# ---- instr_sequencer ----
instr_sequencer/congestion.png
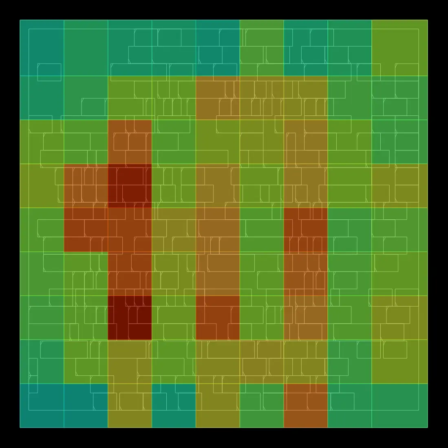

`src/rtl/instr_sequencer.sv`:
```
// Instruction sequencer: a Moore FSM that captures a 16-bit instruction and
// walks the register file / ALU datapath through its read, execute and write steps.
module instr_sequencer (
  input  logic        clk,
  input  logic        reset,
  input  logic        s,
  input  logic [15:0] in,
  output logic        w,
  output logic [2:0]  readnum,
  output logic [2:0]  writenum,
  output logic        write,
  output logic        loada,
  output logic        loadb,
  output logic        loadc,
  output logic        loads,
  output logic        asel,
  output logic        bsel,
  output logic [1:0]  vsel,
  output logic [1:0]  shift,
  output logic [1:0]  ALUop,
  output logic [15:0] sximm5,
  output logic [15:0] sximm8,
  output logic [2:0]  state
);

  typedef enum logic [2:0] {
    S_WAIT      = 3'd0,
    S_DECODE    = 3'd1,
    S_GET_A     = 3'd2,
    S_GET_B     = 3'd3,
    S_EXEC      = 3'd4,
    S_WRITE_REG = 3'd5,
    S_WRITE_IMM = 3'd6
  } state_t;

  typedef struct packed {
    logic       w;
    logic [2:0] readnum;
    logic [2:0] writenum;
    logic       write;
    logic       loada;
    logic       loadb;
    logic       loadc;
    logic       loads;
    logic       asel;
    logic       bsel;
    logic [1:0] vsel;
    logic [1:0] shift;
    logic [1:0] aluop;
  } ctrl_t;

  state_t      cur_state;
  state_t      nxt_state;
  logic [15:0] ir;
  logic [15:0] ir_nxt;
  ctrl_t       ctrl;

  // Moore output decode; evaluated on the next state so the outputs can be registered.
  function automatic ctrl_t outputs_for(input state_t st, input logic [15:0] r);
    ctrl_t c;
    logic  is_alu;
    logic  is_cmp;
    logic  is_movr;
    c       = '0;
    is_alu  = (r[15:13] == 3'b101);
    is_cmp  = is_alu && (r[12:11] == 2'b01);
    is_movr = (r[15:13] == 3'b110) && (r[12:11] == 2'b00);
    case (st)
      S_WAIT:  c.w = 1'b1;
      S_GET_A: begin
        c.readnum = r[10:8];
        c.loada   = 1'b1;
      end
      S_GET_B: begin
        c.readnum = r[2:0];
        c.loadb   = 1'b1;
      end
      S_EXEC: begin
        c.shift = r[4:3];
        c.bsel  = 1'b0;
        c.asel  = is_movr || (is_alu && (r[12:11] == 2'b11));
        c.aluop = is_alu ? r[12:11] : 2'b00;
        c.loadc = !is_cmp;
        c.loads = is_alu;
      end
      S_WRITE_REG: begin
        c.writenum = r[7:5];
        c.vsel     = 2'b00;
        c.write    = 1'b1;
      end
      S_WRITE_IMM: begin
        c.writenum = r[10:8];
        c.vsel     = 2'b10;
        c.write    = 1'b1;
      end
      default: c = '0;
    endcase
    return c;
  endfunction

  always_comb begin
    nxt_state = cur_state;
    ir_nxt    = ir;
    case (cur_state)
      S_WAIT: begin
        if (s) begin
          ir_nxt    = in;
          nxt_state = S_DECODE;
        end
      end
      S_DECODE: begin
        if (ir[15:13] == 3'b110 && ir[12:11] == 2'b10)      nxt_state = S_WRITE_IMM;
        else if (ir[15:13] == 3'b110 && ir[12:11] == 2'b00) nxt_state = S_GET_B;
        else if (ir[15:13] == 3'b101 && ir[12:11] == 2'b11) nxt_state = S_GET_B;
        else if (ir[15:13] == 3'b101)                       nxt_state = S_GET_A;
        else                                                nxt_state = S_WAIT;
      end
      S_GET_A:     nxt_state = S_GET_B;
      S_GET_B:     nxt_state = S_EXEC;
      S_EXEC:      nxt_state = (ir[15:13] == 3'b101 && ir[12:11] == 2'b01) ? S_WAIT : S_WRITE_REG;
      S_WRITE_REG: nxt_state = S_WAIT;
      S_WRITE_IMM: nxt_state = S_WAIT;
      default:     nxt_state = S_WAIT;
    endcase
  end

  always_ff @(posedge clk) begin
    if (reset) begin
      cur_state <= S_WAIT;
      ir        <= '0;
      ctrl      <= outputs_for(S_WAIT, 16'h0000);
    end else begin
      cur_state <= nxt_state;
      ir        <= ir_nxt;
      ctrl      <= outputs_for(nxt_state, ir_nxt);
    end
  end

  assign w        = ctrl.w;
  assign readnum  = ctrl.readnum;
  assign writenum = ctrl.writenum;
  assign write    = ctrl.write;
  assign loada    = ctrl.loada;
  assign loadb    = ctrl.loadb;
  assign loadc    = ctrl.loadc;
  assign loads    = ctrl.loads;
  assign asel     = ctrl.asel;
  assign bsel     = ctrl.bsel;
  assign vsel     = ctrl.vsel;
  assign shift    = ctrl.shift;
  assign ALUop    = ctrl.aluop;
  assign sximm5   = {{11{ir[4]}}, ir[4:0]};
  assign sximm8   = {{8{ir[7]}}, ir[7:0]};
  assign state    = cur_state;

endmodule
```
`config.mk`:
```
export PLATFORM = sky130hd
export DESIGN_NAME = instr_sequencer
export DESIGN_NICKNAME = d
export VERILOG_FILES = /design/src/rtl/instr_sequencer.sv
export SDC_FILE = /design/constraint.sdc
export NUM_CORES = 1
export LEC_CHECK = 0
export CAP_MARGIN = 5
export CORE_UTILIZATION = 46
export CTS_CLUSTER_SIZE = 40
export DETAILED_ROUTE_END_ITERATION = 8
export PLACE_DENSITY_LB_ADDON = 0.15
export SLEW_MARGIN = 25
export SYNTH_ARGS = -nofsm -noshare
export SYNTH_HDL_FRONTEND = slang
export SYNTH_SLANG_ARGS = --single-unit
```
`constraint.sdc`:
```
create_clock -name clk -period 4.3 [get_ports clk]
set_input_delay 0.86 -clock clk [delete_from_list [all_inputs] [get_ports clk]]
set_output_delay 0.86 -clock clk [all_outputs]
set_load 0.05 [all_outputs]
```
# ---- math_pipelined_sequencer ----
$ cat config.mk
export PLATFORM = sky130hd
export DESIGN_NAME = math_pipelined_sequencer
export DESIGN_NICKNAME = d
export VERILOG_FILES = /design/src/rtl/math_pipelined_sequencer.sv
export SDC_FILE = /design/constraint.sdc
export NUM_CORES = 1
export LEC_CHECK = 0
export CAP_MARGIN = 20
export CORE_UTILIZATION = 44
export DETAILED_ROUTE_END_ITERATION = 8
export PLACE_DENSITY = 0.84
export SETUP_SLACK_MARGIN = 0.05
export SLEW_MARGIN = 20
export SYNTH_ARGS = -nofsm -noshare
export SYNTH_HDL_FRONTEND = slang
export SYNTH_SLANG_ARGS = --single-unit
$ cat constraint.sdc
create_clock -name clk -period 2.4 [get_ports clk]
set_clock_uncertainty 0.05 [all_clocks]
set_input_delay 0.24 -clock clk [delete_from_list [all_inputs] [get_ports clk]]
set_output_delay 0.24 -clock clk [all_outputs]
set_load 0.02 [all_outputs]
$ cat src/rtl/math_pipelined_sequencer.sv
// Operand issue / result capture wrapper for math_pipelined: holds operands for the
// ALU settle time, then captures the full result bundle behind a valid/ready handshake.
module math_pipelined_sequencer #(
    parameter int WIDTH       = 8,
    parameter int LATENCY     = 4,
    parameter int HOLD_CYCLES = 5
) (
    input  logic             clk,
    input  logic             rst_n,
    input  logic             in_valid,
    output logic             in_ready,
    input  logic [WIDTH-1:0] in_a,
    input  logic [WIDTH-1:0] in_b,
    input  logic [WIDTH-1:0] in_c,
    output logic [WIDTH-1:0] alu_i1,
    output logic [WIDTH-1:0] alu_i2,
    output logic [WIDTH-1:0] alu_i3,
    input  logic [WIDTH-1:0] alu_sum,
    input  logic [WIDTH-1:0] alu_sub,
    input  logic             alu_and,
    input  logic             alu_or,
    input  logic             alu_xor,
    input  logic             alu_eq,
    output logic             out_valid,
    input  logic             out_ready,
    output logic [WIDTH-1:0] out_sum,
    output logic [WIDTH-1:0] out_sub,
    output logic             out_and,
    output logic             out_or,
    output logic             out_xor,
    output logic             out_eq,
    output logic             out_neq,
    output logic             busy
);

    localparam int CW = $clog2(HOLD_CYCLES + 1);

    // The ALU outputs are only trustworthy one cycle after its last pipeline stage settles.
    generate
        if (HOLD_CYCLES < LATENCY + 1 || HOLD_CYCLES < 1) begin : g_bad_hold
            $error("math_pipelined_sequencer: HOLD_CYCLES must be >= LATENCY+1 and >= 1");
        end
    endgenerate

    typedef enum logic [1:0] {S_IDLE, S_HOLD, S_DONE} state_t;

    typedef struct packed {
        logic [WIDTH-1:0] sum;
        logic [WIDTH-1:0] sub;
        logic             f_and;
        logic             f_or;
        logic             f_xor;
        logic             f_eq;
        logic             f_neq;
    } result_t;

    state_t          state, state_nxt;
    logic [CW-1:0]   cnt;
    result_t         res;
    logic            accept;
    logic            capture;

    assign in_ready = (state == S_IDLE) || (state == S_DONE && out_ready);
    assign accept   = in_valid && in_ready;
    assign capture  = (state == S_HOLD) && (cnt == '0);

    always_comb begin
        state_nxt = state;
        case (state)
            S_IDLE:  if (accept) state_nxt = S_HOLD;
            S_HOLD:  if (capture) state_nxt = S_DONE;
            S_DONE:  if (out_ready) state_nxt = accept ? S_HOLD : S_IDLE;
            default: state_nxt = S_IDLE;
        endcase
    end

    always_ff @(posedge clk or negedge rst_n) begin
        if (!rst_n) begin
            state  <= S_IDLE;
            cnt    <= '0;
            alu_i1 <= '0;
            alu_i2 <= '0;
            alu_i3 <= '0;
            res    <= '0;
        end else begin
            state <= state_nxt;
            if (accept) begin
                cnt    <= CW'(HOLD_CYCLES - 1);
                alu_i1 <= in_a;
                alu_i2 <= in_b;
                alu_i3 <= in_c;
            end else if (state == S_HOLD && cnt != '0) begin
                cnt <= cnt - CW'(1);
            end
            // neq is derived from eq so both flags come from the same settled compare
            if (capture) begin
                res <= '{sum: alu_sum, sub: alu_sub, f_and: alu_and, f_or: alu_or,
                         f_xor: alu_xor, f_eq: alu_eq, f_neq: ~alu_eq};
            end
        end
    end

    assign busy      = (state == S_HOLD);
    assign out_valid = (state == S_DONE);
    assign out_sum   = res.sum;
    assign out_sub   = res.sub;
    assign out_and   = res.f_and;
    assign out_or    = res.f_or;
    assign out_xor   = res.f_xor;
    assign out_eq    = res.f_eq;
    assign out_neq   = res.f_neq;

endmodule
instr_sequencer/layer_met3.png
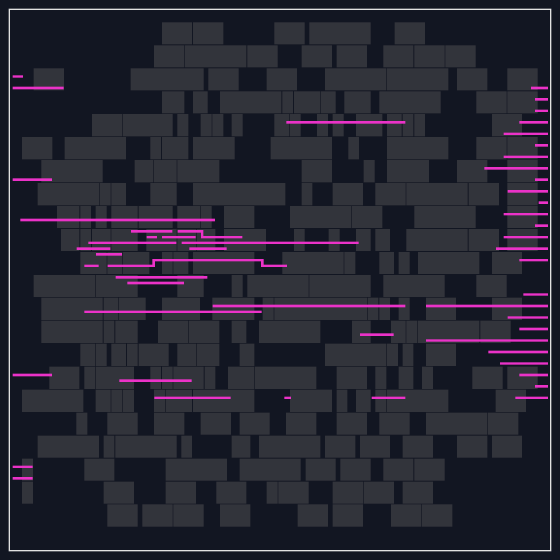
46 nets have wire on it. The layer holds 8.8% of the routed length. The wires run mostly horizontal. The longest straight run is 22.8 µm.

Notes on instr_sequencer/congestion.png above:
WL per Instance: 13.5 µm
met2 track utilization from global routing: 32.3%

==> results.py, instr_sequencer <==
# Physical implementation metrics
metrics = {
    "outcome": {
        "status": "complete, no violations",
    },
    "hold_path": {
        "worst_hold_path.endpoint": "ir[6]",
    },
    "floorplanning": {
        "rows": 22,
    },
    "synthesis": {
        "flop_cell": "dfxtp_1",
        "synthAdderAreaFrac_pct": 0,
        "top_area_cell": "dfxtp_1",
    },
    "drt": {
        "drcViolationCount": 0,
        "met1_length_mm": 1.57,
        "route.met3.wl_um": 333,
        "viasPerCell": 5.13,
    },
    "critical_path": {
        "end_kind": "primary output",
        "cp.arrival_ns": 1.83,
        "cp-start-kind": "flip-flop",
        "r2r-end": "asel",
    },
    "pwr": {
        "p_int_mw": 0.649,
    },
    "clock_network": {
        "ctsHoldBuffers": 0,
        "clk_pin_slew_ns": 0.07,
    },
    "placement": {
        "place_worst_setup_slack_ns": 1.49,
    },
    "global_route": {
        "grtUsageTotal_pct": 19.6,
        "use_met1_pct": 23.6,
    },
    "cells_and_area": {
        "fillers": 311,
    },
    "timing": {
        "rsz0062_at_grt": "no",
    },
}
==> instr_sequencer: cells in the final DEF, fill, tap and decap left out, types with 2 or more instances in the layout <==
cell type,n
and2b_1,2
clkbuf_8,5
mux2i_1,6
nand4b_1,2
nand2_1,26
nor2_1,19
inv_1,5
dfxtp_1,37
o21ai_1,3
nor3_2,2
conb_1,2
a22o_1,3
nor3_1,2
o2111ai_1,2
a21oi_1,12
nor2b_1,2
and3b_2,2
nand4_1,2
bufinv_16,2
clkdlybuf4s50_1,71
==> instr_sequencer: registers in the layout (all words and copies together) (netlist names), 2 cells and up <==
signal	flops
ir	16
readnum	3
state	3
writenum	3
ALUop	2
shift	2
==> instr_sequencer: area by class of cell <==
type | count | share of cell area [%]
clock buffers | 5 | 2.90
clock inverters | 3 | 2.74
inverters | 5 | 0.791
multi-input cells | 111 | 29.6
flip-flops and latches | 37 | 31.2
well taps | 48 | 2.53
repair buffers | 72 | 30.3
==> instr_sequencer: tightest hold or removal path, stage by stage, from the launching register on <==
cell,delay [ns]
dfxtp_1,0.32
nand2_1,0.05
a21oi_1,0.07
math_pipelined_sequencer/logic_types.png
Scale bar: 20 µm.
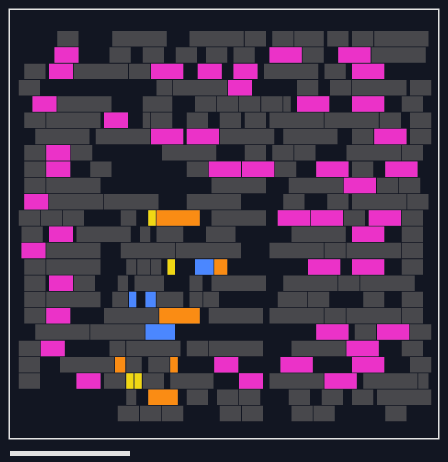
nor cells: drawn in orange, cells 6, where south. nand cells: drawn in blue, cells 4. mux cells: drawn in magenta, cells 44, most used mux2_4, where widely spread. inv cells: drawn in yellow, cells 4, most used inv_1.

==> results.py, math_pipelined_sequencer <==
# Physical implementation metrics
metrics = {
    "cells_and_area": {
        "layout_top_cell": "clkdlybuf4s50_1",
        "clock_area_share_pct": 3.30,
        "seq_cells": 50,
        "area_growth_pct": 51.7,
        "diodes": 0,
        "comb_cells": 68,
        "drive_above_1_share_pct": 26.2,
        "fin_util_pct": 71.5,
    },
    "critical_path": {
        "worstSetupEndpoint": "out_valid",
        "critPathMaxFanout": 4,
        "cp.arrival_ns": 1.66,
        "r2r-end": "out_xor",
    },
    "outcome": {
        "status": "complete, no violations",
    },
    "placement": {
        "port_buffers": 95,
    },
    "synthesis": {
        "top_area_cell": "dfrtp_1",
        "postSynthSeqShare_pct": 59.0,
        "ys_area_mm2": 0.00212,
    },
    "pwr": {
        "sw_frac_of_total_pct": 34.7,
        "pwr-share-clk_pct": 12.8,
    },
    "global_route": {
        "use_met1_pct": 24.3,
        "antenna_found_initial": 0,
    },
    "clock_network": {
        "clkLatencyLatePin_ns": 0.30,
        "clk_pin_slew_ns": 0.09,
    },
    "floorplanning": {
        "core_mm2": 0.00450,
    },
}
## math_pipelined_sequencer: synthesized netlist by cell type, types with 2 or more instances
| library cell | n |
|---|---|
| a21o_1 | 2 |
| a21oi_1 | 2 |
| buf_12 | 3 |
| dfrtp_1 | 50 |
| ha_1 | 2 |
| inv_1 | 3 |
| mux2_2 | 18 |
| mux2_4 | 26 |
| o21ai_0 | 3 |
## math_pipelined_sequencer: through the flow
stage | hold WS (ns) | std cells
after floorplan | -0.106 | 126
after global placement | 0.251 | 272
after detailed placement | 0.259 | 272
after CTS | 0.458 | 281
after global routing | 0.473 | 281
final | 0.449 | 281
## math_pipelined_sequencer: cells by family after synthesis
group / Yosys count / synth area share (%)
buffers and inverters: 8 / 4.07
AND-OR/OR-AND: 9 / 2.54
AND/OR/NAND/NOR: 13 / 5.31
multiplexers: 44 / 27.9
adder cells (fa/ha/maj): 2 / 1.18
flip-flops: 50 / 59.0
## math_pipelined_sequencer: registers in the layout, indices dropped and copies added (netlist names)
register	count
alu_i1	8
alu_i2	8
alu_i3	8
out_sub	8
out_sum	8
cnt	3
state	2
out_and	1
out_eq	1
out_neq	1
out_or	1
out_xor	1

==> layout pictures side by side <==
Clock network drawn from the DEF.
Plate I
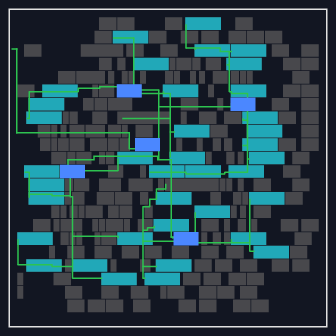
Plate II
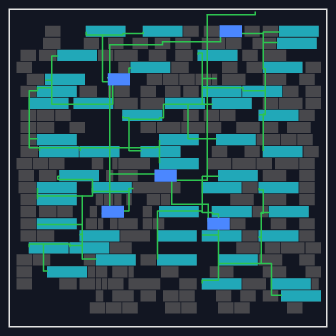
The one with the most sequential cells is Plate II.
instr_sequencer: Plate I
math_pipelined_sequencer: Plate II

Key to Plate II:
clock drivers: drawn in blue, count 5. flip-flops: drawn in cyan, count 50. clock wires: drawn in green, length 606 µm.
There are 6 routed clock nets.



==> layout pictures side by side <==
Drive-strength map.
image #1
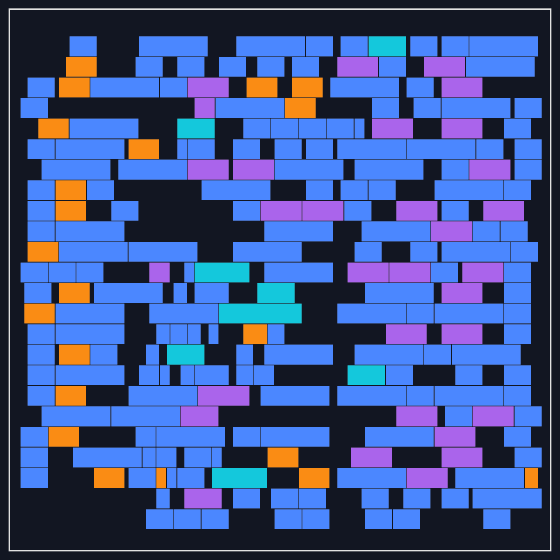
image #2
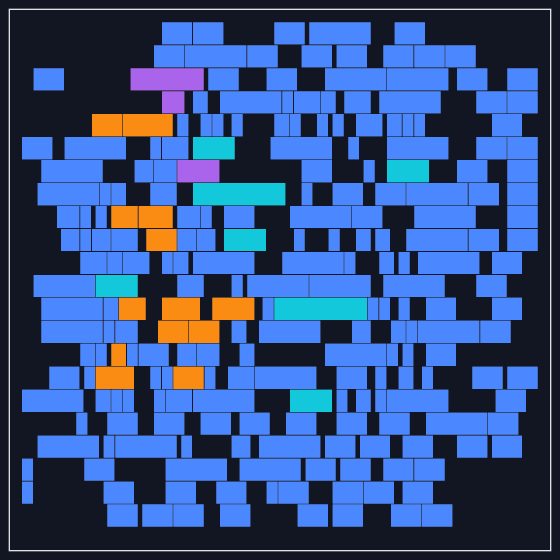
For instr_sequencer, see image #2.
For math_pipelined_sequencer, see image #1.

Key to image #2:
_6 and larger: drawn in cyan, cells 7, share 3.0%. _0 and _1 cells: drawn in blue, cells 210, share 90%. _3 and _4 cells: drawn in purple, cells 3, share 1.3%. _2 cells: drawn in orange, cells 13, share 5.6%.

No activity file was given, so power comes from the tool's default toggle rates.
